=== regfile_commit_scheduler_flat ===
Fig. 1: regfile_commit_scheduler_flat, cell classes on the final placement
Fill, decap, tap and diode cells in grey.
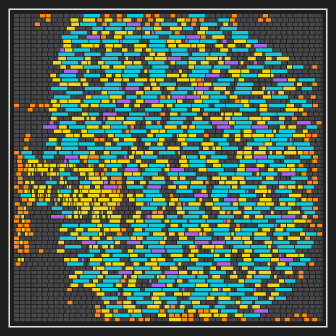

### src/rtl/regfile_commit_scheduler_if.sv
// Write-side bus between ROB/decode, the commit scheduler and the register file.
// master = ROB/decode/regfile environment, slave = regfile_commit_scheduler.
interface regfile_commit_scheduler_if #(
    parameter int DEPTH     = 8,
    parameter int ROB_TAG_W = 4
);
    localparam int CNT_W = $clog2(DEPTH) + 1;

    logic                 in_commit_valid0;
    logic                 in_commit_valid1;
    logic [4:0]           in_commit_reg0;
    logic [4:0]           in_commit_reg1;
    logic [ROB_TAG_W-1:0] in_commit_rob0;
    logic [ROB_TAG_W-1:0] in_commit_rob1;
    logic [31:0]          in_commit_value0;
    logic [31:0]          in_commit_value1;
    logic                 in_misbranch;
    logic                 out_commit_ready;
    logic                 in_rename_valid;
    logic [4:0]           in_rename_reg;
    logic [ROB_TAG_W-1:0] in_rename_rob;
    logic                 out_rename_ready;
    logic [4:0]           out_reg_dest_reg;
    logic [ROB_TAG_W-1:0] out_reg_dest_rob;
    logic [4:0]           out_reg_commit_reg;
    logic [ROB_TAG_W-1:0] out_reg_commit_rob;
    logic [31:0]          out_reg_commit_value;
    logic                 out_reg_misbranch;
    logic [CNT_W-1:0]     out_fifo_count;

    modport master (
        output in_commit_valid0, in_commit_valid1, in_commit_reg0, in_commit_reg1,
        output in_commit_rob0, in_commit_rob1, in_commit_value0, in_commit_value1,
        output in_misbranch, in_rename_valid, in_rename_reg, in_rename_rob,
        input  out_commit_ready, out_rename_ready, out_reg_dest_reg, out_reg_dest_rob,
        input  out_reg_commit_reg, out_reg_commit_rob, out_reg_commit_value,
        input  out_reg_misbranch, out_fifo_count
    );

    modport slave (
        input  in_commit_valid0, in_commit_valid1, in_commit_reg0, in_commit_reg1,
        input  in_commit_rob0, in_commit_rob1, in_commit_value0, in_commit_value1,
        input  in_misbranch, in_rename_valid, in_rename_reg, in_rename_rob,
        output out_commit_ready, out_rename_ready, out_reg_dest_reg, out_reg_dest_rob,
        output out_reg_commit_reg, out_reg_commit_rob, out_reg_commit_value,
        output out_reg_misbranch, out_fifo_count
    );
endinterface

### src/rtl/regfile_commit_scheduler.sv
// Queues up to two retired writes per cycle onto the single register-file commit port,
// gates rename writes, and drains then flushes on misbranch. Optional: COMMIT_BYPASS_EN.
module regfile_commit_scheduler #(
    parameter int DEPTH     = 8,
    parameter int ROB_TAG_W = 4
) (
    input  logic                     clk,
    input  logic                     rst,
    input  logic                     rdy,
    regfile_commit_scheduler_if.slave bus
);
    localparam int PTR_W = $clog2(DEPTH);
    localparam int CNT_W = PTR_W + 1;

    typedef enum logic [1:0] {ST_NORMAL, ST_DRAIN, ST_FLUSH} state_t;

    typedef struct packed {
        logic [4:0]           reg_id;
        logic [ROB_TAG_W-1:0] rob;
        logic [31:0]          value;
    } entry_t;

    entry_t               mem_q [DEPTH];
    state_t               state_q, state_d;
    logic [CNT_W-1:0]     count_q, count_d;
    logic [PTR_W-1:0]     wr_ptr_q, wr_ptr_d;
    logic [PTR_W-1:0]     rd_ptr_q, rd_ptr_d;
    logic [4:0]           commit_reg_q, commit_reg_d;
    logic [ROB_TAG_W-1:0] commit_rob_q, commit_rob_d;
    logic [31:0]          commit_value_q, commit_value_d;
    logic                 misbranch_q, misbranch_d;

    entry_t           lane0_ent, lane1_ent, head;
    logic             commit_ready, rename_ready;
    logic             accept, bypass, push0, push1, pop;
    logic [PTR_W-1:0] wa0, wa1;

    assign lane0_ent = '{reg_id: bus.in_commit_reg0, rob: bus.in_commit_rob0, value: bus.in_commit_value0};
    assign lane1_ent = '{reg_id: bus.in_commit_reg1, rob: bus.in_commit_rob1, value: bus.in_commit_value1};
    assign head      = mem_q[rd_ptr_q];

    // Two free slots are required regardless of lane count, so a group is never split.
    assign commit_ready = (state_q == ST_NORMAL) && (count_q <= CNT_W'(DEPTH - 2));
    assign rename_ready = (state_q == ST_NORMAL);
    assign accept       = rdy && bus.in_commit_valid0 && commit_ready;

`ifdef COMMIT_BYPASS_EN
    assign bypass = accept && (bus.in_commit_reg0 != 5'd0) && (count_q == '0);
`else
    assign bypass = 1'b0;
`endif

    assign push0 = accept && (bus.in_commit_reg0 != 5'd0) && !bypass;
    assign push1 = accept && bus.in_commit_valid1 && (bus.in_commit_reg1 != 5'd0);
    assign pop   = rdy && (count_q != '0);
    assign wa0   = wr_ptr_q;
    assign wa1   = wr_ptr_q + PTR_W'(push0);

    always_comb begin
        state_d        = state_q;
        count_d        = count_q;
        wr_ptr_d       = wr_ptr_q;
        rd_ptr_d       = rd_ptr_q;
        commit_reg_d   = commit_reg_q;
        commit_rob_d   = commit_rob_q;
        commit_value_d = commit_value_q;
        misbranch_d    = misbranch_q;
        if (rdy) begin
            count_d        = count_q + CNT_W'(push0) + CNT_W'(push1) - CNT_W'(pop);
            wr_ptr_d       = wr_ptr_q + PTR_W'(push0) + PTR_W'(push1);
            rd_ptr_d       = rd_ptr_q + PTR_W'(pop);
            commit_reg_d   = 5'd0;
            commit_rob_d   = '0;
            commit_value_d = 32'd0;
            misbranch_d    = 1'b0;
            if (pop) begin
                commit_reg_d   = head.reg_id;
                commit_rob_d   = head.rob;
                commit_value_d = head.value;
            end else if (bypass) begin
                commit_reg_d   = lane0_ent.reg_id;
                commit_rob_d   = lane0_ent.rob;
                commit_value_d = lane0_ent.value;
            end
            case (state_q)
                ST_NORMAL: if (accept && bus.in_misbranch) state_d = ST_DRAIN;
                // Flush only once every older commit has left the FIFO.
                ST_DRAIN: if (count_q == '0) begin
                    state_d     = ST_FLUSH;
                    misbranch_d = 1'b1;
                end
                default: state_d = ST_NORMAL;
            endcase
        end
    end

    always_ff @(posedge clk) begin
        if (rst) begin
            state_q        <= ST_NORMAL;
            count_q        <= '0;
            wr_ptr_q       <= '0;
            rd_ptr_q       <= '0;
            commit_reg_q   <= 5'd0;
            commit_rob_q   <= '0;
            commit_value_q <= 32'd0;
            misbranch_q    <= 1'b0;
        end else begin
            state_q        <= state_d;
            count_q        <= count_d;
            wr_ptr_q       <= wr_ptr_d;
            rd_ptr_q       <= rd_ptr_d;
            commit_reg_q   <= commit_reg_d;
            commit_rob_q   <= commit_rob_d;
            commit_value_q <= commit_value_d;
            misbranch_q    <= misbranch_d;
        end
    end

    // Storage needs no reset: pointers and count define which entries are live.
    always_ff @(posedge clk) begin
        if (!rst && push0) mem_q[wa0] <= lane0_ent;
        if (!rst && push1) mem_q[wa1] <= lane1_ent;
    end

    assign bus.out_commit_ready     = commit_ready;
    assign bus.out_rename_ready     = rename_ready;
    assign bus.out_reg_dest_reg     = (bus.in_rename_valid && rename_ready) ? bus.in_rename_reg : 5'd0;
    assign bus.out_reg_dest_rob     = (bus.in_rename_valid && rename_ready) ? bus.in_rename_rob : '0;
    assign bus.out_reg_commit_reg   = commit_reg_q;
    assign bus.out_reg_commit_rob   = commit_rob_q;
    assign bus.out_reg_commit_value = commit_value_q;
    assign bus.out_reg_misbranch    = misbranch_q;
    assign bus.out_fifo_count       = count_q;
endmodule
### src/flat_wrapper.sv
// flat-port wrapper written by rule: the top's interface ports become plain ports
module regfile_commit_scheduler_flat 
#(
    parameter int DEPTH     = 8,
    parameter int ROB_TAG_W = 4
)
  (clk, rst, rdy, bus_in_commit_valid0, bus_in_commit_valid1, bus_in_commit_reg0, bus_in_commit_reg1, bus_in_commit_rob0, bus_in_commit_rob1, bus_in_commit_value0, bus_in_commit_value1, bus_in_misbranch, bus_in_rename_valid, bus_in_rename_reg, bus_in_rename_rob, bus_out_commit_ready, bus_out_rename_ready, bus_out_reg_dest_reg, bus_out_reg_dest_rob, bus_out_reg_commit_reg, bus_out_reg_commit_rob, bus_out_reg_commit_value, bus_out_reg_misbranch, bus_out_fifo_count);
  regfile_commit_scheduler_if #(.DEPTH(DEPTH), .ROB_TAG_W(ROB_TAG_W)) bus_i ();
  input  logic clk;
  input  logic rst;
  input  logic rdy;
  input wire logic [$bits(bus_i.in_commit_valid0)-1:0] bus_in_commit_valid0;
  input wire logic [$bits(bus_i.in_commit_valid1)-1:0] bus_in_commit_valid1;
  input wire logic [$bits(bus_i.in_commit_reg0)-1:0] bus_in_commit_reg0;
  input wire logic [$bits(bus_i.in_commit_reg1)-1:0] bus_in_commit_reg1;
  input wire logic [$bits(bus_i.in_commit_rob0)-1:0] bus_in_commit_rob0;
  input wire logic [$bits(bus_i.in_commit_rob1)-1:0] bus_in_commit_rob1;
  input wire logic [$bits(bus_i.in_commit_value0)-1:0] bus_in_commit_value0;
  input wire logic [$bits(bus_i.in_commit_value1)-1:0] bus_in_commit_value1;
  input wire logic [$bits(bus_i.in_misbranch)-1:0] bus_in_misbranch;
  input wire logic [$bits(bus_i.in_rename_valid)-1:0] bus_in_rename_valid;
  input wire logic [$bits(bus_i.in_rename_reg)-1:0] bus_in_rename_reg;
  input wire logic [$bits(bus_i.in_rename_rob)-1:0] bus_in_rename_rob;
  output wire logic [$bits(bus_i.out_commit_ready)-1:0] bus_out_commit_ready;
  output wire logic [$bits(bus_i.out_rename_ready)-1:0] bus_out_rename_ready;
  output wire logic [$bits(bus_i.out_reg_dest_reg)-1:0] bus_out_reg_dest_reg;
  output wire logic [$bits(bus_i.out_reg_dest_rob)-1:0] bus_out_reg_dest_rob;
  output wire logic [$bits(bus_i.out_reg_commit_reg)-1:0] bus_out_reg_commit_reg;
  output wire logic [$bits(bus_i.out_reg_commit_rob)-1:0] bus_out_reg_commit_rob;
  output wire logic [$bits(bus_i.out_reg_commit_value)-1:0] bus_out_reg_commit_value;
  output wire logic [$bits(bus_i.out_reg_misbranch)-1:0] bus_out_reg_misbranch;
  output wire logic [$bits(bus_i.out_fifo_count)-1:0] bus_out_fifo_count;
  assign bus_i.in_commit_valid0 = bus_in_commit_valid0;
  assign bus_i.in_commit_valid1 = bus_in_commit_valid1;
  assign bus_i.in_commit_reg0 = bus_in_commit_reg0;
  assign bus_i.in_commit_reg1 = bus_in_commit_reg1;
  assign bus_i.in_commit_rob0 = bus_in_commit_rob0;
  assign bus_i.in_commit_rob1 = bus_in_commit_rob1;
  assign bus_i.in_commit_value0 = bus_in_commit_value0;
  assign bus_i.in_commit_value1 = bus_in_commit_value1;
  assign bus_i.in_misbranch = bus_in_misbranch;
  assign bus_i.in_rename_valid = bus_in_rename_valid;
  assign bus_i.in_rename_reg = bus_in_rename_reg;
  assign bus_i.in_rename_rob = bus_in_rename_rob;
  assign bus_out_commit_ready = bus_i.out_commit_ready;
  assign bus_out_rename_ready = bus_i.out_rename_ready;
  assign bus_out_reg_dest_reg = bus_i.out_reg_dest_reg;
  assign bus_out_reg_dest_rob = bus_i.out_reg_dest_rob;
  assign bus_out_reg_commit_reg = bus_i.out_reg_commit_reg;
  assign bus_out_reg_commit_rob = bus_i.out_reg_commit_rob;
  assign bus_out_reg_commit_value = bus_i.out_reg_commit_value;
  assign bus_out_reg_misbranch = bus_i.out_reg_misbranch;
  assign bus_out_fifo_count = bus_i.out_fifo_count;
  regfile_commit_scheduler #(.DEPTH(DEPTH), .ROB_TAG_W(ROB_TAG_W)) u_core (.clk(clk), .rst(rst), .rdy(rdy), .bus(bus_i));
endmodule
### config.mk
export PLATFORM = sky130hd
export DESIGN_NAME = regfile_commit_scheduler_flat
export DESIGN_NICKNAME = d
export VERILOG_FILES = /design/src/rtl/regfile_commit_scheduler_if.sv /design/src/rtl/regfile_commit_scheduler.sv /design/src/flat_wrapper.sv
export SDC_FILE = /design/constraint.sdc
export NUM_CORES = 1
export LEC_CHECK = 0
export CAP_MARGIN = 20
export CORE_MARGIN = 2
export CORE_UTILIZATION = 50
export CTS_BUF_LIST = sky130_fd_sc_hd__clkbuf_16
export CTS_CLUSTER_DIAMETER = 60
export DETAILED_ROUTE_END_ITERATION = 10
export MAX_ROUTING_LAYER = met4
export PLACE_DENSITY = 0.74
export SLEW_MARGIN = 25
export SYNTH_ARGS = -nofsm -noshare
export SYNTH_HDL_FRONTEND = slang
export SYNTH_SLANG_ARGS = --single-unit
### constraint.sdc
create_clock -name clk -period 8.11 [get_ports clk]
set_input_delay 1.2165 -clock clk [delete_from_list [all_inputs] [get_ports clk]]
set_output_delay 1.2165 -clock clk [all_outputs]
set_load 0.01 [all_outputs]
=== trdb_resync_scheduler ===
## src/rtl/trdb_pkg.sv

```systemverilog
// Shared trace-debugger types: sync packet subformats and resync scheduler states.
package trdb_pkg;

    typedef enum logic [1:0] {
        SF_START   = 2'd0,
        SF_TRAP    = 2'd1,
        SF_CONTEXT = 2'd2
    } sync_subformat_e;

    typedef enum logic [1:0] {
        RS_IDLE    = 2'd0,
        RS_PENDING = 2'd1,
        RS_REQUEST = 2'd2,
        RS_ACK     = 2'd3
    } rs_state_e;

endpackage

```

## src/rtl/trdb_resync_scheduler.sv

```systemverilog
// Schedules one format-3 sync request per trace-enable rise or resync threshold,
// anchored on the next retired instruction; restarts the resync counter on acceptance.
module trdb_resync_scheduler
    import trdb_pkg::*;
#(
    parameter int unsigned XLEN           = 32,
    parameter int unsigned HOLDOFF_CYCLES = 2
) (
    input  logic            clk_i,
    input  logic            rst_i,
    input  logic            trace_enabled_i,
    input  logic            resync_max_i,
    input  logic            inst_valid_i,
    input  logic [XLEN-1:0] iaddr_i,
    input  logic            exception_i,
    input  logic            sync_ready_i,
    output logic            sync_valid_o,
    output logic [1:0]      sync_subformat_o,
    output logic [XLEN-1:0] sync_iaddr_o,
    output logic            resync_rst_o,
    output logic            busy_o
);

    localparam int unsigned HW = (HOLDOFF_CYCLES > 0) ? $clog2(HOLDOFF_CYCLES + 1) : 1;

    rs_state_e       state_q, state_d;
    logic            en_q;
    logic [HW-1:0]   holdoff_q, holdoff_d;
    logic            valid_q, valid_d;
    sync_subformat_e subformat_q, subformat_d;
    logic [XLEN-1:0] iaddr_q, iaddr_d;
    logic            rst_pulse_q, rst_pulse_d;

    always_ff @(posedge clk_i) begin
        if (rst_i) begin
            state_q     <= RS_IDLE;
            en_q        <= 1'b0;
            holdoff_q   <= '0;
            valid_q     <= 1'b0;
            subformat_q <= SF_START;
            iaddr_q     <= '0;
            rst_pulse_q <= 1'b0;
        end else begin
            state_q     <= state_d;
            en_q        <= trace_enabled_i;
            holdoff_q   <= holdoff_d;
            valid_q     <= valid_d;
            subformat_q <= subformat_d;
            iaddr_q     <= iaddr_d;
            rst_pulse_q <= rst_pulse_d;
        end
    end

    always_comb begin
        state_d     = state_q;
        holdoff_d   = (holdoff_q != '0) ? holdoff_q - HW'(1) : '0;
        valid_d     = valid_q;
        subformat_d = subformat_q;
        iaddr_d     = iaddr_q;
        rst_pulse_d = 1'b0;

        unique case (state_q)
            RS_IDLE: begin
                // A coincident rise and threshold collapse into a single request.
                if (trace_enabled_i && (!en_q || (resync_max_i && holdoff_q == '0))) begin
                    state_d = RS_PENDING;
                end
            end
            RS_PENDING: begin
                if (!trace_enabled_i) begin
                    state_d   = RS_IDLE;
                    holdoff_d = '0;
                end else if (inst_valid_i) begin
                    state_d     = RS_REQUEST;
                    valid_d     = 1'b1;
                    iaddr_d     = iaddr_i;
                    subformat_d = exception_i ? SF_TRAP : SF_START;
                end
            end
            RS_REQUEST: begin
                if (!trace_enabled_i) begin
                    state_d   = RS_IDLE;
                    valid_d   = 1'b0;
                    holdoff_d = '0;
                end else if (sync_ready_i) begin
                    state_d     = RS_ACK;
                    valid_d     = 1'b0;
                    rst_pulse_d = 1'b1;
                end
            end
            RS_ACK: begin
                state_d   = RS_IDLE;
                holdoff_d = HW'(HOLDOFF_CYCLES);
            end
            default: state_d = RS_IDLE;
        endcase
    end

    assign sync_valid_o     = valid_q;
    assign sync_subformat_o = subformat_q;
    assign sync_iaddr_o     = iaddr_q;
    assign resync_rst_o     = rst_pulse_q;
    assign busy_o           = (state_q != RS_IDLE);

endmodule

```

## config.mk

```make
export PLATFORM = sky130hd
export DESIGN_NAME = trdb_resync_scheduler
export DESIGN_NICKNAME = d
export VERILOG_FILES = /design/src/rtl/trdb_pkg.sv /design/src/rtl/trdb_resync_scheduler.sv
export SDC_FILE = /design/constraint.sdc
export NUM_CORES = 1
export LEC_CHECK = 0
export ABC_AREA = 1
export CORE_UTILIZATION = 40
export CTS_CLUSTER_SIZE = 14
export DETAILED_ROUTE_END_ITERATION = 7
export PLACE_DENSITY = 0.78
export SYNTH_ARGS = -nofsm -noshare
export SYNTH_HDL_FRONTEND = slang
export SYNTH_SLANG_ARGS = --single-unit
```

## constraint.sdc

```tcl
create_clock -name clk_i -period 1.83 [get_ports clk_i]
set_clock_uncertainty 0.1 [all_clocks]
set_input_delay 0.366 -clock clk_i [delete_from_list [all_inputs] [get_ports clk_i]]
set_output_delay 0.366 -clock clk_i [all_outputs]
set_load 0.005 [all_outputs]
```

=== bram_rmw_ctrl ===
--- src/rtl/bram_rmw_ctrl.sv ---
// Read-modify-write requester for the dual-port CAM table BRAM.
// Port 0 reads, port 1 writes back. After reset the whole RAM is swept to zero,
// then READ/WRITE/SET/CLR commands flow through a two-stage pipeline at one
// command per cycle. Each command answers with the word as it was before the command.
module bram_rmw_ctrl #(
   parameter int Depth = 512,
   parameter int Width = 36,
   localparam int AW = $clog2(Depth)
) (
   input  logic             clk,
   input  logic             rst_n,
   input  logic             req_valid,
   output logic             req_ready,
   input  logic [1:0]       req_op,
   input  logic [AW-1:0]    req_addr,
   input  logic [Width-1:0] req_data,
   output logic             rsp_valid,
   input  logic             rsp_ready,
   output logic [Width-1:0] rsp_data,
   output logic             init_done,
   output logic             en_0,
   output logic             wen_0,
   output logic [AW-1:0]    addr_0,
   output logic [Width-1:0] din_0,
   input  logic [Width-1:0] dout_0,
   output logic             en_1,
   output logic             wen_1,
   output logic [AW-1:0]    addr_1,
   output logic [Width-1:0] din_1,
   input  logic [Width-1:0] dout_1
);

   typedef enum logic [1:0] {
      OP_READ  = 2'b00,
      OP_WRITE = 2'b01,
      OP_SET   = 2'b10,
      OP_CLR   = 2'b11
   } op_t;

   typedef enum logic {
      ST_INIT,
      ST_RUN
   } state_t;

   state_t           state;
   logic [AW-1:0]    cnt;

   logic             s1_valid;
   op_t              s1_op;
   logic [AW-1:0]    s1_addr;
   logic [Width-1:0] s1_data;

   logic             bypass;
   logic [Width-1:0] fwd_data;

   logic [Width-1:0] old_word;
   logic [Width-1:0] new_word;
   logic             s1_go;
   logic             wr_fire;
   logic             hazard;

   // Port 1 read data is never needed; the write-back path is port 1 only.
   logic unused_dout_1;
   assign unused_dout_1 = ^dout_1;

   // Pipeline steering and BRAM drive: the sweep owns port 1 during INIT,
   // the S1 write-back owns it during RUN, and a collision arms the bypass.
   always_comb begin
      old_word = bypass ? fwd_data : dout_0;
      new_word = old_word;
      case (s1_op)
         OP_READ:  new_word = old_word;
         OP_WRITE: new_word = s1_data;
         OP_SET:   new_word = old_word | s1_data;
         OP_CLR:   new_word = old_word & ~s1_data;
         default:  new_word = old_word;
      endcase

      s1_go     = s1_valid && (!rsp_valid || rsp_ready);
      wr_fire   = s1_go && (s1_op != OP_READ);
      req_ready = (state == ST_RUN) && (!s1_valid || s1_go);

      en_0   = req_valid && req_ready;
      wen_0  = 1'b0;
      din_0  = '0;
      addr_0 = en_0 ? req_addr : '0;

      en_1   = 1'b0;
      wen_1  = 1'b0;
      addr_1 = '0;
      din_1  = '0;
      if (state == ST_INIT) begin
         en_1   = rst_n;
         wen_1  = rst_n;
         addr_1 = cnt;
      end else if (wr_fire) begin
         en_1   = 1'b1;
         wen_1  = 1'b1;
         addr_1 = s1_addr;
         din_1  = new_word;
      end

      hazard = wr_fire && en_0 && (req_addr == s1_addr);
   end

   // Sweep FSM, S1 capture, bypass flag and response register; the bypass
   // only changes when S1 is refilled or emptied, so a stalled S1 keeps it.
   always_ff @(posedge clk or negedge rst_n) begin
      if (!rst_n) begin
         state     <= ST_INIT;
         cnt       <= '0;
         init_done <= 1'b0;
         s1_valid  <= 1'b0;
         s1_op     <= OP_READ;
         s1_addr   <= '0;
         s1_data   <= '0;
         bypass    <= 1'b0;
         fwd_data  <= '0;
         rsp_valid <= 1'b0;
         rsp_data  <= '0;
      end else begin
         if (state == ST_INIT) begin
            cnt <= cnt + AW'(1);
            if (cnt == AW'(Depth - 1)) begin
               state     <= ST_RUN;
               init_done <= 1'b1;
            end
         end

         if (en_0) begin
            s1_valid <= 1'b1;
            s1_op    <= op_t'(req_op);
            s1_addr  <= req_addr;
            s1_data  <= req_data;
            bypass   <= hazard;
            fwd_data <= din_1;
         end else if (s1_go) begin
            s1_valid <= 1'b0;
            bypass   <= 1'b0;
         end

         if (s1_go) begin
            rsp_valid <= 1'b1;
            rsp_data  <= old_word;
         end else if (rsp_ready) begin
            rsp_valid <= 1'b0;
         end
      end
   end

endmodule

--- config.mk ---
export PLATFORM = sky130hd
export DESIGN_NAME = bram_rmw_ctrl
export DESIGN_NICKNAME = d
export VERILOG_FILES = /design/src/rtl/bram_rmw_ctrl.sv
export SDC_FILE = /design/constraint.sdc
export NUM_CORES = 1
export LEC_CHECK = 0
export CORE_MARGIN = 3
export CORE_UTILIZATION = 41
export DETAILED_ROUTE_END_ITERATION = 8
export PLACE_DENSITY = 0.8
export SYNTH_ARGS = -nofsm -noshare
export SYNTH_HDL_FRONTEND = slang
export SYNTH_SLANG_ARGS = --single-unit
--- constraint.sdc ---
create_clock -name clk -period 1.6 [get_ports clk]
set_input_delay 0.32 -clock clk [delete_from_list [all_inputs] [get_ports clk]]
set_output_delay 0.32 -clock clk [all_outputs]
set_load 0.02 [all_outputs]
Fig. 2: bram_rmw_ctrl, placed standard cells
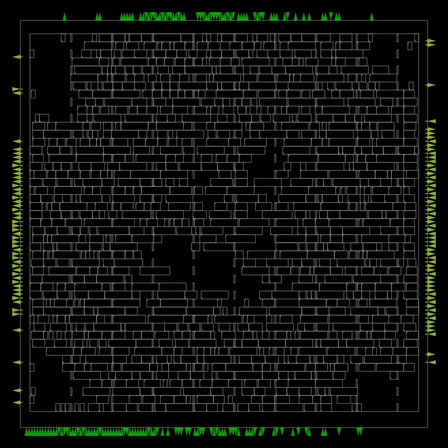
Final Util: 0.7422
n_taps: 220
Seq Cell Count: 133
flop share of the area: 0.2672

==> impl_metrics.env, bram_rmw_ctrl <==
# flow metrics
export IMPL_common_cells="nand2_1 (196), dfrtp_1 (133), mux2_2 (45), buf_4 (44)"
export IMPL_detail_route_antenna_nets=0
export IMPL_reg2reg_depth=12
export IMPL_met2_length_mm=13.26
export IMPL_antenna_found_initial=0
export IMPL_grt_pass1_wl_mm=35.49
export IMPL_violations="negative setup slack"
export IMPL_rr_endpoint="fwd_data[3]$_DFFE_PN0N_"
export IMPL_drc=0
export IMPL_use_met1=0.3184
export IMPL_outcome="finished, violations left"
export IMPL_setup_violations=145
export IMPL_place_area_um2=9776
export IMPL_finalWorstSetupSlack_ns=-0.7339
export IMPL_crit_end="din_1[31]"
Fig. 3: trdb_resync_scheduler, wires at chosen ports, followed through buffers
The bar under the picture is 20 um long.
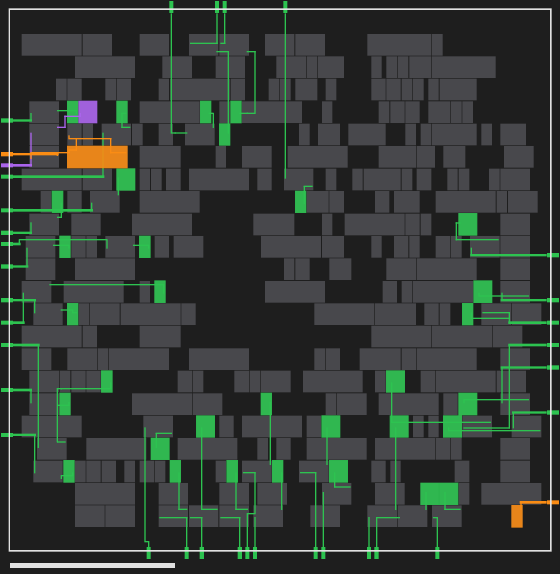
Green shows `iaddr_i`, bits 32, direction input, edge 11 bottom, 11 left, 6 right, 4 top, end cells 32, buffers 32, wire 463 um. Orange shows `sync_subformat_o`, bits 2, direction output, edge 1 left, 1 right, end cells 2, buffers 1, wire 26.1 um. Purple shows `exception_i`, bits 1, direction input, edge left, end cells 1, buffers 1, wire 10.4 um.
IO Port Bufs: 74
IO Count: 76

==> impl_metrics.env, trdb_resync_scheduler <==
# flow metrics
export IMPL_design_area_um2=2454
export IMPL_grt_max_degree=35
export IMPL_post_route_min_period_ns=1.643
export IMPL_cts_resized_gates=6
export IMPL_outcome="complete, no violations"
export IMPL_clkCellAreaFrac=0.03162
export IMPL_gp_congestion=0.8176
export IMPL_regArea_um2=803.3
export IMPL_hp_start="holdoff_q[0]$_SDFF_PP0_"
export IMPL_grt_pass1_vias=1495
export IMPL_nWellTaps=48
export IMPL_power_total_w=0.002252
export IMPL_yosys_most_used_dff="dfxtp_1"
export IMPL_buffer_area_frac=0.3228
export IMPL_edf_count=0
export IMPL_netlist_area_um2=1608
export IMPL_crit_start="state_q[0]$_SDFFE_PP0P_"
export IMPL_fmax_mhz=608.6
export IMPL_r2r_start="state_q[0]$_SDFFE_PP0P_"
export IMPL_fp_util=0.4263
export IMPL_diodes=0
export IMPL_synthSimpleGateAreaFrac=0.2529
export IMPL_arrival_ns=1.74
export IMPL_powerSeq_w=0.00103
export IMPL_dr_wl_met3_um=244
export IMPL_ff_count=40
export IMPL_cts_buffers=5
export IMPL_final_cell_mix="clkdlybuf4s50_1 (73), nor2_1 (62), dfxtp_1 (38)"
Fig. 4: regfile_commit_scheduler_flat, drive-strength map
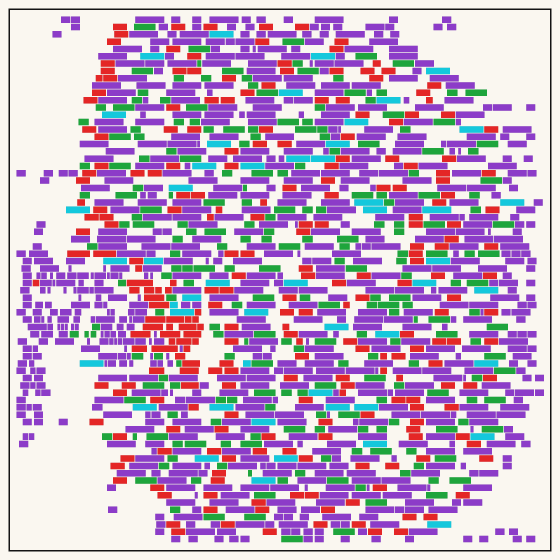
Purple shows drive 1 or less, cells 737. Green shows drive 2, cells 228. Red shows drive 3 to 4, cells 247. Cyan shows drive 6 and up, cells 49.

Notes on Fig. 1 above:
Purple shows clock drivers and dummy loads, cells 77, share of their area 5.8%. Yellow shows all other logic, cells 620, share of their area 37%. Cyan shows flip-flops, cells 385, share of their area 50%. Orange shows other buffers and delay cells, cells 179, share of their area 7.9%.

==> impl_metrics.env, regfile_commit_scheduler_flat <==
# flow metrics
export IMPL_switching_power_w=0.001084
export IMPL_cp_depth=12
export IMPL_xor_share=0.002714
export IMPL_rr_endpoint="u_core.mem_q[4][14]$_DFFE_PP_"
export IMPL_clockBufferCount=43
export IMPL_hold_end="u_core.bus.out_reg_misbranch$_SDFFE_PP0P_"
export IMPL_htree_levels=2
export IMPL_edf_count=328
export IMPL_ys_seq_frac=0.5675
export IMPL_root_buffer="clkbuf_16"
export IMPL_die_h_um=200.8
export IMPL_buffers_excl_clock=179
export IMPL_ys_cells=1075
export IMPL_nFillCells=2915
export IMPL_grt_use_met2=0.3826
export IMPL_top_power_group="sequential cells"
export IMPL_hp_start="u_core.bus.out_reg_misbranch$_SDFFE_PP0P_"
export IMPL_critPathSlowestCell="nor2_4"
export IMPL_cts_setup_buffers=0
export IMPL_rows=72
export IMPL_path_clk_slew_ns=0.06
export IMPL_power_density_nw_per_um2=204.8
export IMPL_critical_path_class="in -> reg"
export IMPL_common_cells="edfxtp_1 (328), mux2_4 (197), mux2_2 (129), mux4_2 (82), dfxtp_1 (57)"
export IMPL_worstPathMaxFanout=25
export IMPL_dr_wl_met3_mm=2.495
export IMPL_antenna_found_initial=6
export IMPL_crit_start="rdy"
export IMPL_cellLeakagePower_nw=7.662
export IMPL_tightest_slew_ns=1.003
export IMPL_pwr_share_seq=0.483
export IMPL_critical_path_top_delay_family="simple AND/OR/NAND/NOR gates"
export IMPL_dieWidth_um=200.8
export IMPL_ys_chip_area_um2=19370
export IMPL_clock_latency_ns=0.54
export IMPL_ff_count=385
export IMPL_drt_wirelength_per_cell_um=25.01
export IMPL_outcome="complete, no violations"
export IMPL_diodes=6
export IMPL_place_area_um2=21480
export IMPL_warning_count=28
export IMPL_gp_congestion=0.8317
export IMPL_grt_overflow_total=0
export IMPL_num_multi_input_gates=610

=== gg_vectoring_unit ===
### config.mk
export PLATFORM = sky130hd
export DESIGN_NAME = gg_vectoring_unit
export DESIGN_NICKNAME = d
export VERILOG_FILES = /design/src/rtl/gg_pkg.sv /design/src/rtl/gg_microrot.sv /design/src/rtl/gg_vectoring_unit.sv
export SDC_FILE = /design/constraint.sdc
export NUM_CORES = 2
export LEC_CHECK = 0
export CAP_MARGIN = 20
export CORE_ASPECT_RATIO = 0.8
export CORE_MARGIN = 8
export CORE_UTILIZATION = 60
export CTS_BUF_LIST = sky130_fd_sc_hd__clkbuf_4 sky130_fd_sc_hd__clkbuf_8
export DETAILED_ROUTE_END_ITERATION = 16
export MAX_ROUTING_LAYER = met4
export PLACE_DENSITY = 0.83
export SETUP_SLACK_MARGIN = 0.1
export SLEW_MARGIN = 10
export SYNTH_ARGS = -nofsm -noshare
export SYNTH_HDL_FRONTEND = slang
export SYNTH_HIERARCHICAL = 1
export SYNTH_SLANG_ARGS = --single-unit
### constraint.sdc
create_clock -name clk -period 23.6 [get_ports clk]
set_input_delay 4.72 -clock clk [delete_from_list [all_inputs] [get_ports clk]]
set_output_delay 4.72 -clock clk [all_outputs]
set_load 0.01 [all_outputs]
### src/rtl/gg_pkg.sv
// Package for the Givens-generation CORDIC vectoring unit.
// Holds the FSM state type, the default gain-compensation constant, the
// arctangent table used by the optional angle accumulator (GG_ANGLE_EN) and
// the saturation helper shared by the datapath.
package gg_pkg;

  typedef enum logic [1:0] {
    StIdle,
    StRot,
    StScale,
    StOut
  } gg_state_e;

  // 621/1024, Q1.10: approximates 1/1.64676.
  localparam logic [10:0] K_CONST_DEFAULT = 11'b0_1001101101;

  // atan(2^-i) scaled so that pi == 2^31. Callers take the top DATA_WIDTH
  // bits, which gives pi == 2^(DATA_WIDTH-1) for any DATA_WIDTH <= 32.
  function automatic logic [31:0] atan_lut(input logic [31:0] i);
    logic [31:0] a;
    case (i)
      32'd0:   a = 32'd536870912;
      32'd1:   a = 32'd316933406;
      32'd2:   a = 32'd167458908;
      32'd3:   a = 32'd85004757;
      32'd4:   a = 32'd42667331;
      32'd5:   a = 32'd21354466;
      32'd6:   a = 32'd10679838;
      32'd7:   a = 32'd5340245;
      32'd8:   a = 32'd2670164;
      32'd9:   a = 32'd1335086;
      32'd10:  a = 32'd667544;
      32'd11:  a = 32'd333772;
      // atan(x) ~= x for small x.
      default: a = 32'd683565276 >> i;
    endcase
    return a;
  endfunction

  // Clamp a sign-extended value into the signed range of a w-bit word.
  function automatic logic signed [63:0] sat_clip(input logic signed [63:0] v,
                                                  input int unsigned w);
    logic signed [63:0] hi;
    logic signed [63:0] lo;
    hi = (64'sd1 <<< (w - 1)) - 64'sd1;
    lo = -hi - 64'sd1;
    if (v > hi) return hi;
    if (v < lo) return lo;
    return v;
  endfunction

endpackage

### src/rtl/gg_microrot.sv
// One combinational CORDIC vectoring micro-rotation with saturation.
// Shift amount is k_i*UNFOLD + STAGE, i.e. this stage's position inside the
// unfolded chain for the current rotate cycle.
// Ports: x_i/y_i current vector, k_i rotate-cycle index, x_o/y_o rotated
// vector, d_o direction bit (1 = clockwise), sat_o either sum saturated.
module gg_microrot
  import gg_pkg::*;
#(
  parameter int unsigned DATA_WIDTH = 20,
  parameter int unsigned UNFOLD     = 4,
  parameter int unsigned STAGE      = 0,
  parameter int unsigned KW         = 2
) (
  input  logic [DATA_WIDTH-1:0] x_i,
  input  logic [DATA_WIDTH-1:0] y_i,
  input  logic [KW-1:0]         k_i,
  output logic [DATA_WIDTH-1:0] x_o,
  output logic [DATA_WIDTH-1:0] y_o,
  output logic                  d_o,
  output logic                  sat_o
);

  localparam int unsigned MSB = DATA_WIDTH - 1;

  logic [31:0]                  shift;
  logic signed [DATA_WIDTH-1:0] x_sh;
  logic signed [DATA_WIDTH-1:0] y_sh;
  logic signed [DATA_WIDTH:0]   x_sum;
  logic signed [DATA_WIDTH:0]   y_sum;
  logic signed [63:0]           x_ext;
  logic signed [63:0]           y_ext;
  logic signed [63:0]           x_clip;
  logic signed [63:0]           y_clip;

  assign shift = 32'(k_i) * UNFOLD + STAGE;
  assign x_sh  = $signed(x_i) >>> shift;
  assign y_sh  = $signed(y_i) >>> shift;
  // Same signs: rotate clockwise to drive y toward zero.
  assign d_o   = ~(x_i[MSB] ^ y_i[MSB]);

  always_comb begin
    if (d_o) begin
      x_sum = $signed({x_i[MSB], x_i}) + $signed({y_sh[MSB], y_sh});
      y_sum = $signed({y_i[MSB], y_i}) - $signed({x_sh[MSB], x_sh});
    end else begin
      x_sum = $signed({x_i[MSB], x_i}) - $signed({y_sh[MSB], y_sh});
      y_sum = $signed({y_i[MSB], y_i}) + $signed({x_sh[MSB], x_sh});
    end
  end

  assign x_ext  = {{(63 - DATA_WIDTH){x_sum[DATA_WIDTH]}}, x_sum};
  assign y_ext  = {{(63 - DATA_WIDTH){y_sum[DATA_WIDTH]}}, y_sum};
  assign x_clip = sat_clip(x_ext, DATA_WIDTH);
  assign y_clip = sat_clip(y_ext, DATA_WIDTH);
  assign x_o    = x_clip[MSB:0];
  assign y_o    = y_clip[MSB:0];
  assign sat_o  = (x_clip != x_ext) | (y_clip != y_ext);

endmodule

### src/rtl/gg_vectoring_unit.sv
// CORDIC vectoring engine: Givens-generation cell for the QR systolic array.
// Accepts (x, y), pre-rotates left-half-plane inputs, runs ITER micro-rotations
// UNFOLD per clock, then scales by K_CONST.
// Ports: clk/rst (async active-high), in_valid/in_ready + x_in/y_in input
// handshake, out_valid/out_ready + mag_out/res_out/dir_out/qflip_out/sat_flag
// output handshake, busy (not idle).
// Optional: define GG_ANGLE_EN to add the angle accumulator and angle_out.
module gg_vectoring_unit
  import gg_pkg::*;
#(
  parameter int unsigned       DATA_WIDTH = 20,
  parameter int unsigned       ITER       = 12,
  parameter int unsigned       UNFOLD     = 4,
  parameter int unsigned       K_WIDTH    = 11,
  parameter logic [K_WIDTH-1:0] K_CONST   = K_WIDTH'(K_CONST_DEFAULT)
) (
  input  logic                  clk,
  input  logic                  rst,
  input  logic                  in_valid,
  output logic                  in_ready,
  input  logic [DATA_WIDTH-1:0] x_in,
  input  logic [DATA_WIDTH-1:0] y_in,
  output logic                  out_valid,
  input  logic                  out_ready,
  output logic [DATA_WIDTH-1:0] mag_out,
  output logic [DATA_WIDTH-1:0] res_out,
  output logic [ITER-1:0]       dir_out,
  output logic                  qflip_out,
  output logic                  sat_flag,
`ifdef GG_ANGLE_EN
  output logic [DATA_WIDTH-1:0] angle_out,
`endif
  output logic                  busy
);

  localparam int unsigned MSB   = DATA_WIDTH - 1;
  localparam int unsigned N     = ITER / UNFOLD;
  localparam int unsigned KW    = (N > 1) ? $clog2(N) : 1;
  localparam logic [KW-1:0] KLast = KW'(N - 1);
  localparam int unsigned PW    = DATA_WIDTH + K_WIDTH;

  gg_state_e             state_q, state_d;
  logic [KW-1:0]         k_q, k_d;
  logic [DATA_WIDTH-1:0] x_q, x_d;
  logic [DATA_WIDTH-1:0] y_q, y_d;
  logic [ITER-1:0]       dir_q, dir_d;
  logic                  qflip_q, qflip_d;
  logic                  sat_q, sat_d;
  logic                  accept;

  assign in_ready = (state_q == StIdle) | ((state_q == StOut) & out_ready);
  assign accept   = in_valid & in_ready;

  // Pre-rotation by pi for x < 0; -MIN saturates to +MAX.
  logic signed [63:0] xin_ext, yin_ext, xneg, yneg;
  logic               neg_sat;
  assign xin_ext = {{(64 - DATA_WIDTH){x_in[MSB]}}, x_in};
  assign yin_ext = {{(64 - DATA_WIDTH){y_in[MSB]}}, y_in};
  assign xneg    = sat_clip(-xin_ext, DATA_WIDTH);
  assign yneg    = sat_clip(-yin_ext, DATA_WIDTH);
  assign neg_sat = (xneg != -xin_ext) | (yneg != -yin_ext);

  // Unfolded micro-rotation chain.
  logic [DATA_WIDTH-1:0] cx [UNFOLD+1];
  logic [DATA_WIDTH-1:0] cy [UNFOLD+1];
  logic [UNFOLD-1:0]     cd;
  logic [UNFOLD-1:0]     csat;
  assign cx[0] = x_q;
  assign cy[0] = y_q;

  for (genvar s = 0; s < UNFOLD; s++) begin : g_rot
    gg_microrot #(
      .DATA_WIDTH(DATA_WIDTH),
      .UNFOLD    (UNFOLD),
      .STAGE     (s),
      .KW        (KW)
    ) u_rot (
      .x_i  (cx[s]),
      .y_i  (cy[s]),
      .k_i  (k_q),
      .x_o  (cx[s+1]),
      .y_o  (cy[s+1]),
      .d_o  (cd[s]),
      .sat_o(csat[s])
    );
  end

  // Gain compensation: (v * K) >>> (K_WIDTH-1), saturated.
  logic signed [PW-1:0] k_ext, x_prod, y_prod, x_shr, y_shr;
  logic signed [63:0]   xs_ext, ys_ext, xs_clip, ys_clip;
  logic                 scale_sat;
  assign k_ext     = {{DATA_WIDTH{1'b0}}, K_CONST};
  assign x_prod    = $signed({{K_WIDTH{x_q[MSB]}}, x_q}) * k_ext;
  assign y_prod    = $signed({{K_WIDTH{y_q[MSB]}}, y_q}) * k_ext;
  assign x_shr     = x_prod >>> (K_WIDTH - 1);
  assign y_shr     = y_prod >>> (K_WIDTH - 1);
  assign xs_ext    = {{(64 - PW){x_shr[PW-1]}}, x_shr};
  assign ys_ext    = {{(64 - PW){y_shr[PW-1]}}, y_shr};
  assign xs_clip   = sat_clip(xs_ext, DATA_WIDTH);
  assign ys_clip   = sat_clip(ys_ext, DATA_WIDTH);
  assign scale_sat = (xs_clip != xs_ext) | (ys_clip != ys_ext);

  always_comb begin
    state_d = state_q;
    unique case (state_q)
      StIdle:  if (accept) state_d = StRot;
      StRot:   if (k_q == KLast) state_d = StScale;
      StScale: state_d = StOut;
      StOut:   if (out_ready) state_d = accept ? StRot : StIdle;
      default: state_d = StIdle;
    endcase
  end

  always_comb begin
    x_d     = x_q;
    y_d     = y_q;
    dir_d   = dir_q;
    qflip_d = qflip_q;
    sat_d   = sat_q;
    k_d     = k_q;
    if (accept) begin
      x_d     = x_in[MSB] ? xneg[MSB:0] : x_in;
      y_d     = x_in[MSB] ? yneg[MSB:0] : y_in;
      qflip_d = x_in[MSB];
      sat_d   = x_in[MSB] & neg_sat;
      dir_d   = '0;
      k_d     = '0;
    end else begin
      case (state_q)
        StRot: begin
          x_d   = cx[UNFOLD];
          y_d   = cy[UNFOLD];
          sat_d = sat_q | (|csat);
          k_d   = k_q + 1'b1;
          for (int i = 0; i < ITER; i++) begin
            if (32'(k_q) == 32'(i) / UNFOLD) dir_d[i] = cd[32'(i) % UNFOLD];
          end
        end
        StScale: begin
          x_d   = xs_clip[MSB:0];
          y_d   = ys_clip[MSB:0];
          sat_d = sat_q | scale_sat;
        end
        default: ;
      endcase
    end
  end

  always_ff @(posedge clk or posedge rst) begin
    if (rst) begin
      state_q <= StIdle;
      k_q     <= '0;
      x_q     <= '0;
      y_q     <= '0;
      dir_q   <= '0;
      qflip_q <= 1'b0;
      sat_q   <= 1'b0;
    end else begin
      state_q <= state_d;
      k_q     <= k_d;
      x_q     <= x_d;
      y_q     <= y_d;
      dir_q   <= dir_d;
      qflip_q <= qflip_d;
      sat_q   <= sat_d;
    end
  end

`ifdef GG_ANGLE_EN
  logic [DATA_WIDTH-1:0] z_q, z_d;

  always_comb begin
    logic [31:0] atan_v;
    atan_v = '0;
    z_d    = z_q;
    if (accept) begin
      // Pre-rotation contributes +pi (wraps modulo 2^DATA_WIDTH).
      z_d = x_in[MSB] ? {1'b1, {(DATA_WIDTH - 1){1'b0}}} : '0;
    end else if (state_q == StRot) begin
      for (int s = 0; s < UNFOLD; s++) begin
        atan_v = atan_lut(32'(k_q) * UNFOLD + 32'(s));
        if (cd[s]) z_d = z_d - atan_v[31 -: DATA_WIDTH];
        else       z_d = z_d + atan_v[31 -: DATA_WIDTH];
      end
    end
  end

  always_ff @(posedge clk or posedge rst) begin
    if (rst) z_q <= '0;
    else     z_q <= z_d;
  end

  assign angle_out = z_q;
`endif

  assign out_valid = (state_q == StOut);
  assign busy      = (state_q != StIdle);
  assign mag_out   = x_q;
  assign res_out   = y_q;
  assign dir_out   = dir_q;
  assign qflip_out = qflip_q;
  assign sat_flag  = sat_q;

endmodule

=== laser_interlock_seq ===
**src/rtl/laser_interlock_seq.sv**
```systemverilog
// Laser enable/shutdown sequencer: debounces pwr_good, powers the rail, then releases the TA.
// Any unmasked limit failure or power loss latches FAULT until a qualified clear_fail edge.
module laser_interlock_seq #(
  parameter int CNT_W           = 24,
  parameter int PG_DEBOUNCE_CYC = 25000,
  parameter int ARM_DELAY_CYC   = 250000,
  parameter int FAULT_HOLD_CYC  = 2500000
) (
  input  logic       clk,
  input  logic       rstn,
  input  logic       laser_ready,
  input  logic       pwr_good,
  input  logic       enable_req,
  input  logic       clear_fail,
  input  logic [3:0] fail_in,
  input  logic [3:0] fail_mask,
  output logic       laser_pwr_en,
  output logic       ta_shutdown,
  output logic [2:0] seq_state,
  output logic [4:0] fault_cause,
  output logic [7:0] fault_count
);

  localparam logic [2:0] S_IDLE    = 3'd0;
  localparam logic [2:0] S_PG_WAIT = 3'd1;
  localparam logic [2:0] S_ARMING  = 3'd2;
  localparam logic [2:0] S_ACTIVE  = 3'd3;
  localparam logic [2:0] S_FAULT   = 3'd4;

  localparam logic [CNT_W-1:0] PG_LAST  = CNT_W'(PG_DEBOUNCE_CYC - 1);
  localparam logic [CNT_W-1:0] ARM_LAST = CNT_W'(ARM_DELAY_CYC - 1);
  localparam logic [CNT_W-1:0] HOLD_MAX = CNT_W'(FAULT_HOLD_CYC);
  localparam logic [CNT_W-1:0] CNT_ONE  = CNT_W'(1);

  logic [2:0]       state, next_state;
  logic [CNT_W-1:0] cnt, cnt_next;
  logic             pg_meta, pg_s;
  logic             clear_d, clear_edge;
  logic [3:0]       fail_vec;
  logic             fail_u, run_ok;
  logic             ta_reg, ta_d, pwr_en_reg, pwr_en_d;
  logic             enter_fault, pg_loss_now;

  assign fail_vec    = fail_in & ~fail_mask;
  assign fail_u      = |fail_vec;
  assign run_ok      = enable_req & laser_ready;
  assign clear_edge  = clear_fail & ~clear_d;
  assign enter_fault = (next_state == S_FAULT) && (state != S_FAULT);
  assign pg_loss_now = ~pg_s && ((state == S_ARMING) || (state == S_ACTIVE));

  always_ff @(posedge clk or negedge rstn) begin
    if (!rstn) begin
      pg_meta <= 1'b0;
      pg_s    <= 1'b0;
      clear_d <= 1'b0;
    end else begin
      pg_meta <= pwr_good;
      pg_s    <= pg_meta;
      clear_d <= clear_fail;
    end
  end

  // State register
  always_ff @(posedge clk or negedge rstn) begin
    if (!rstn) state <= S_IDLE;
    else       state <= next_state;
  end

  // Next-state logic; the if-chains encode exit priority fail > pg loss > graceful stop
  always_comb begin
    next_state = state;
    case (state)
      S_IDLE: begin
        if (fail_u)      next_state = S_FAULT;
        else if (run_ok) next_state = S_PG_WAIT;
      end
      S_PG_WAIT: begin
        if (fail_u)                      next_state = S_FAULT;
        else if (!run_ok)                next_state = S_IDLE;
        else if (pg_s && cnt == PG_LAST) next_state = S_ARMING;
      end
      S_ARMING: begin
        if (fail_u || !pg_s)     next_state = S_FAULT;
        else if (!run_ok)        next_state = S_IDLE;
        else if (cnt == ARM_LAST) next_state = S_ACTIVE;
      end
      S_ACTIVE: begin
        if (fail_u || !pg_s) next_state = S_FAULT;
        else if (!run_ok)    next_state = S_IDLE;
      end
      S_FAULT: begin
        if (clear_edge && cnt == HOLD_MAX && !fail_u) next_state = S_IDLE;
      end
      default: next_state = S_FAULT;
    endcase
  end

  // Every state change restarts the shared counter, so each phase times itself from zero
  always_comb begin
    cnt_next = cnt;
    if (next_state != state) begin
      cnt_next = '0;
    end else begin
      case (state)
        S_PG_WAIT: cnt_next = pg_s ? cnt + CNT_ONE : '0;
        S_ARMING:  cnt_next = cnt + CNT_ONE;
        S_FAULT: begin
          if (fail_u || !pg_s)     cnt_next = '0;
          else if (cnt != HOLD_MAX) cnt_next = cnt + CNT_ONE;
        end
        default:   cnt_next = '0;
      endcase
    end
  end

  // Output decode from next_state so the registered enables line up with seq_state
  always_comb begin
    pwr_en_d = (next_state == S_ARMING) || (next_state == S_ACTIVE);
    ta_d     = (next_state != S_ACTIVE);
  end

  always_ff @(posedge clk or negedge rstn) begin
    if (!rstn) begin
      cnt         <= '0;
      pwr_en_reg  <= 1'b0;
      ta_reg      <= 1'b1;
      fault_cause <= '0;
      fault_count <= '0;
    end else begin
      cnt        <= cnt_next;
      pwr_en_reg <= pwr_en_d;
      ta_reg     <= ta_d;
      if (enter_fault) begin
        fault_cause <= {pg_loss_now, fail_vec};
        if (fault_count != 8'hFF) fault_count <= fault_count + 8'd1;
      end else if (state == S_FAULT) begin
        if (next_state == S_IDLE) fault_cause <= '0;
        else                      fault_cause <= fault_cause | {~pg_s, fail_vec};
      end
    end
  end

  assign laser_pwr_en = pwr_en_reg;
  assign ta_shutdown  = ta_reg | fail_u;
  assign seq_state    = state;

endmodule

```
**config.mk**
```make
export PLATFORM = sky130hd
export DESIGN_NAME = laser_interlock_seq
export DESIGN_NICKNAME = d
export VERILOG_FILES = /design/src/rtl/laser_interlock_seq.sv
export SDC_FILE = /design/constraint.sdc
export NUM_CORES = 1
export LEC_CHECK = 0
export CORE_ASPECT_RATIO = 0.5
export CORE_UTILIZATION = 39
export DETAILED_ROUTE_END_ITERATION = 10
export PLACE_DENSITY = 0.72
export SLEW_MARGIN = 30
export SYNTH_ARGS = -nofsm -noshare
export SYNTH_HDL_FRONTEND = slang
export SYNTH_SLANG_ARGS = --single-unit
```
**constraint.sdc**
```tcl
create_clock -name clk -period 2.2 [get_ports clk]
set_input_delay 0.22 -clock clk [delete_from_list [all_inputs] [get_ports clk]]
set_output_delay 0.22 -clock clk [all_outputs]
set_load 0.005 [all_outputs]
```
Fig. 5: gg_vectoring_unit, wires at chosen ports, followed through buffers
The bar under the picture is 100 um long.
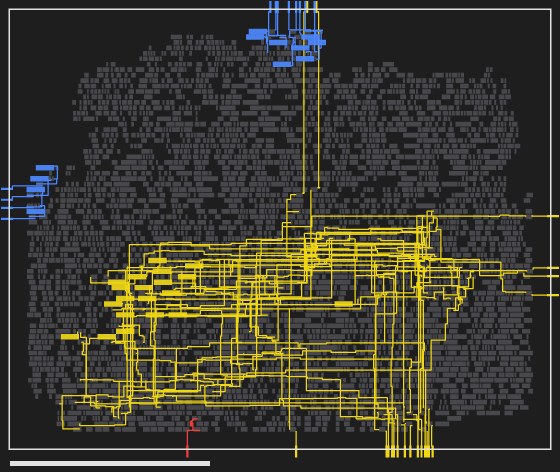
Blue shows `dir_out`, bits 12, direction output, edge 8 top, 4 left, end cells 12, buffers 12, wire 364 um. Yellow shows `mag_out`, bits 20, direction output, edge 14 bottom, 4 right, 2 top, end cells 20, buffers 32, wire 8240 um. Red shows `in_ready`, bits 1, direction output, edge bottom, end cells 1, buffers 1, wire 25.1 um.

Fig. 6: gg_vectoring_unit, drive-strength map
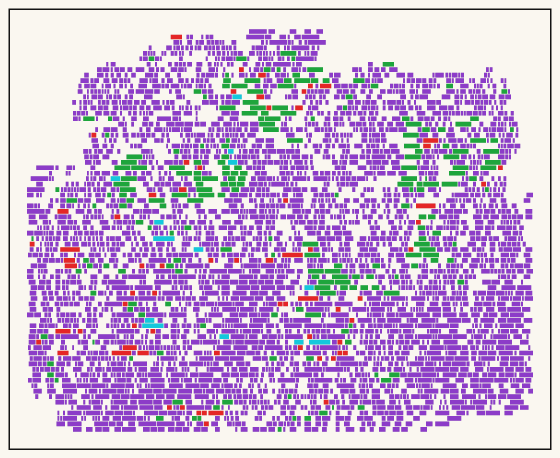
Red shows drive 3 to 4, cells 69. Cyan shows drive 6 and up, cells 13. Green shows drive 2, cells 210. Purple shows drive 1 or less, cells 3622.

==> impl_metrics.env, gg_vectoring_unit <==
# flow metrics
export IMPL_common_cells="ha_1 (430), inv_1 (353), a21oi_1 (350), nor2_1 (286), o21ai_0 (259)"
export IMPL_outcome="complete, no violations"
export IMPL_coreArea_um2=50920
export IMPL_met2_length_mm=41.97
export IMPL_dr_wl_met3_mm=13.43
export IMPL_ys_seq_frac=0.04704
export IMPL_synth_avg_cell_area_um2=7.750
export IMPL_cts_path_max_buffers=2
export IMPL_design_area_um2=32110
export IMPL_slew_headroom=0.2163
export IMPL_diodes=6
export IMPL_tightest_slew_ns=1.168
export IMPL_yosysUniqueCellTypes=115
export IMPL_yosys_warnings=6
export IMPL_num_multi_input_gates=3338
export IMPL_root_buffer="clkbuf_8"
export IMPL_post_route_min_period_ns=22.00
export IMPL_warning_count=58
export IMPL_grt_setup_unrepaired="false"
export IMPL_syn_inst=3981
export IMPL_wirelength_mm=102.7
export IMPL_grt_busiest_layer="met2"
export IMPL_drc=0
export IMPL_grt_pass1_wl_mm=160.6
export IMPL_nFillCells=4543
export IMPL_crit_top_cell="o21ai_0"
export IMPL_synthSimpleGateAreaFrac=0.1847
export IMPL_rr_endpoint="sat_flag$_DFFE_PP0P_"
export IMPL_dp_hpwl_mm=81.49
export IMPL_synth_area_top_cells="ha_1 (17%), fa_1 (9.3%), a21oi_1 (5.7%)"
export IMPL_drt_wirelength_per_cell_um=22.31
Fig. 7: laser_interlock_seq, drive-strength map
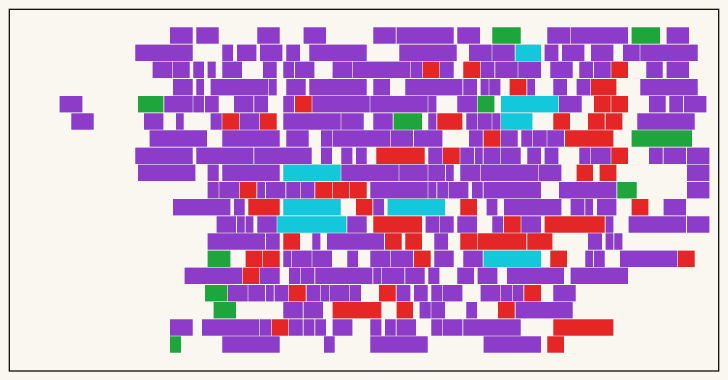
Red shows drive 3 to 4, cells 53. Green shows drive 2, cells 11. Cyan shows drive 6 and up, cells 8. Purple shows drive 1 or less, cells 235.

==> impl_metrics.env, laser_interlock_seq <==
# flow metrics
export IMPL_warning_count=29
export IMPL_hold_slack_ns=0.3434
export IMPL_nets=323
export IMPL_clock_latency_ns=0.28
export IMPL_xor_share=0.1073
export IMPL_outcome="finished, violations left"
export IMPL_netlist_area_um2=2367
export IMPL_drc=2
export IMPL_ys_cells=228
export IMPL_inv_count=7
export IMPL_critPathCaptureType="register"
export IMPL_finalWorstSetupSlack_ns=-0.1952
export IMPL_violations="design-rule violations, negative setup slack"
export IMPL_fin_cells=380
export IMPL_fin_crit_sh=1.089
export IMPL_setup_violations=25
export IMPL_regArea_um2=1127

==> screenshots <==
Metal layers overlaid.
image #1
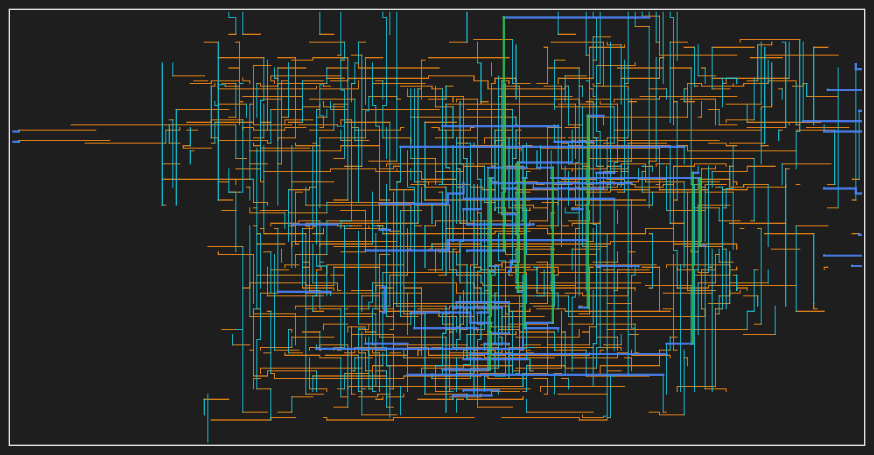
image #2
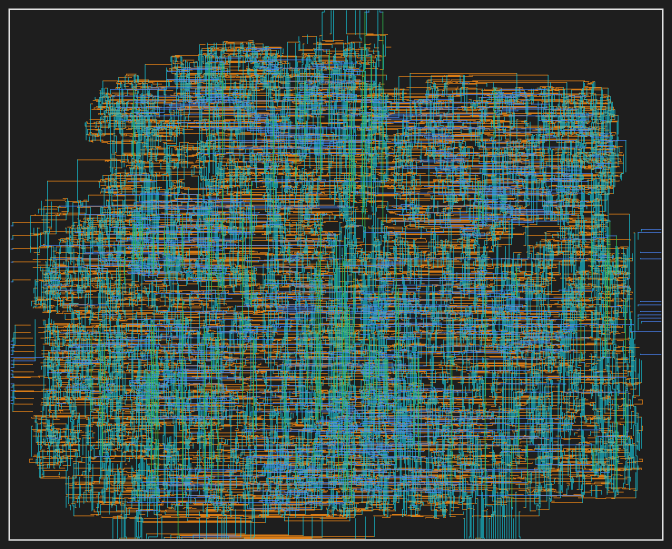
- gg_vectoring_unit = image #2
- laser_interlock_seq = image #1
- most wire: image #2



==> gallery <==
Cell classes on the final placement.
Fill, decap, tap and diode cells in grey.
Plate I
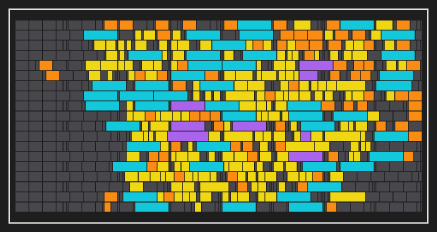
Plate II
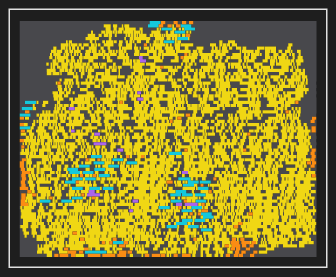
Plate III
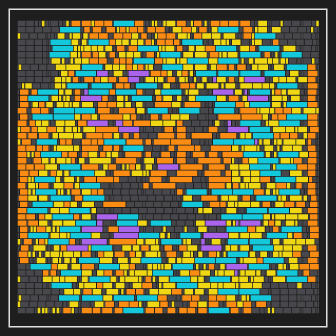
Plate IV
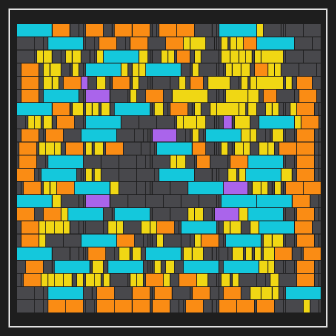
The one with the fewest cells is Plate IV.
The one with the most cells is Plate II.
bram_rmw_ctrl: Plate III
gg_vectoring_unit: Plate II
laser_interlock_seq: Plate I
trdb_resync_scheduler: Plate IV

Key to Plate II:
Orange shows other buffers and delay cells, cells 142, share of their area 4.2%. Purple shows clock drivers and dummy loads, cells 16, share of their area 0.80%. Yellow shows all other logic, cells 3698, share of their area 90%. Cyan shows flip-flops, cells 58, share of their area 4.7%.

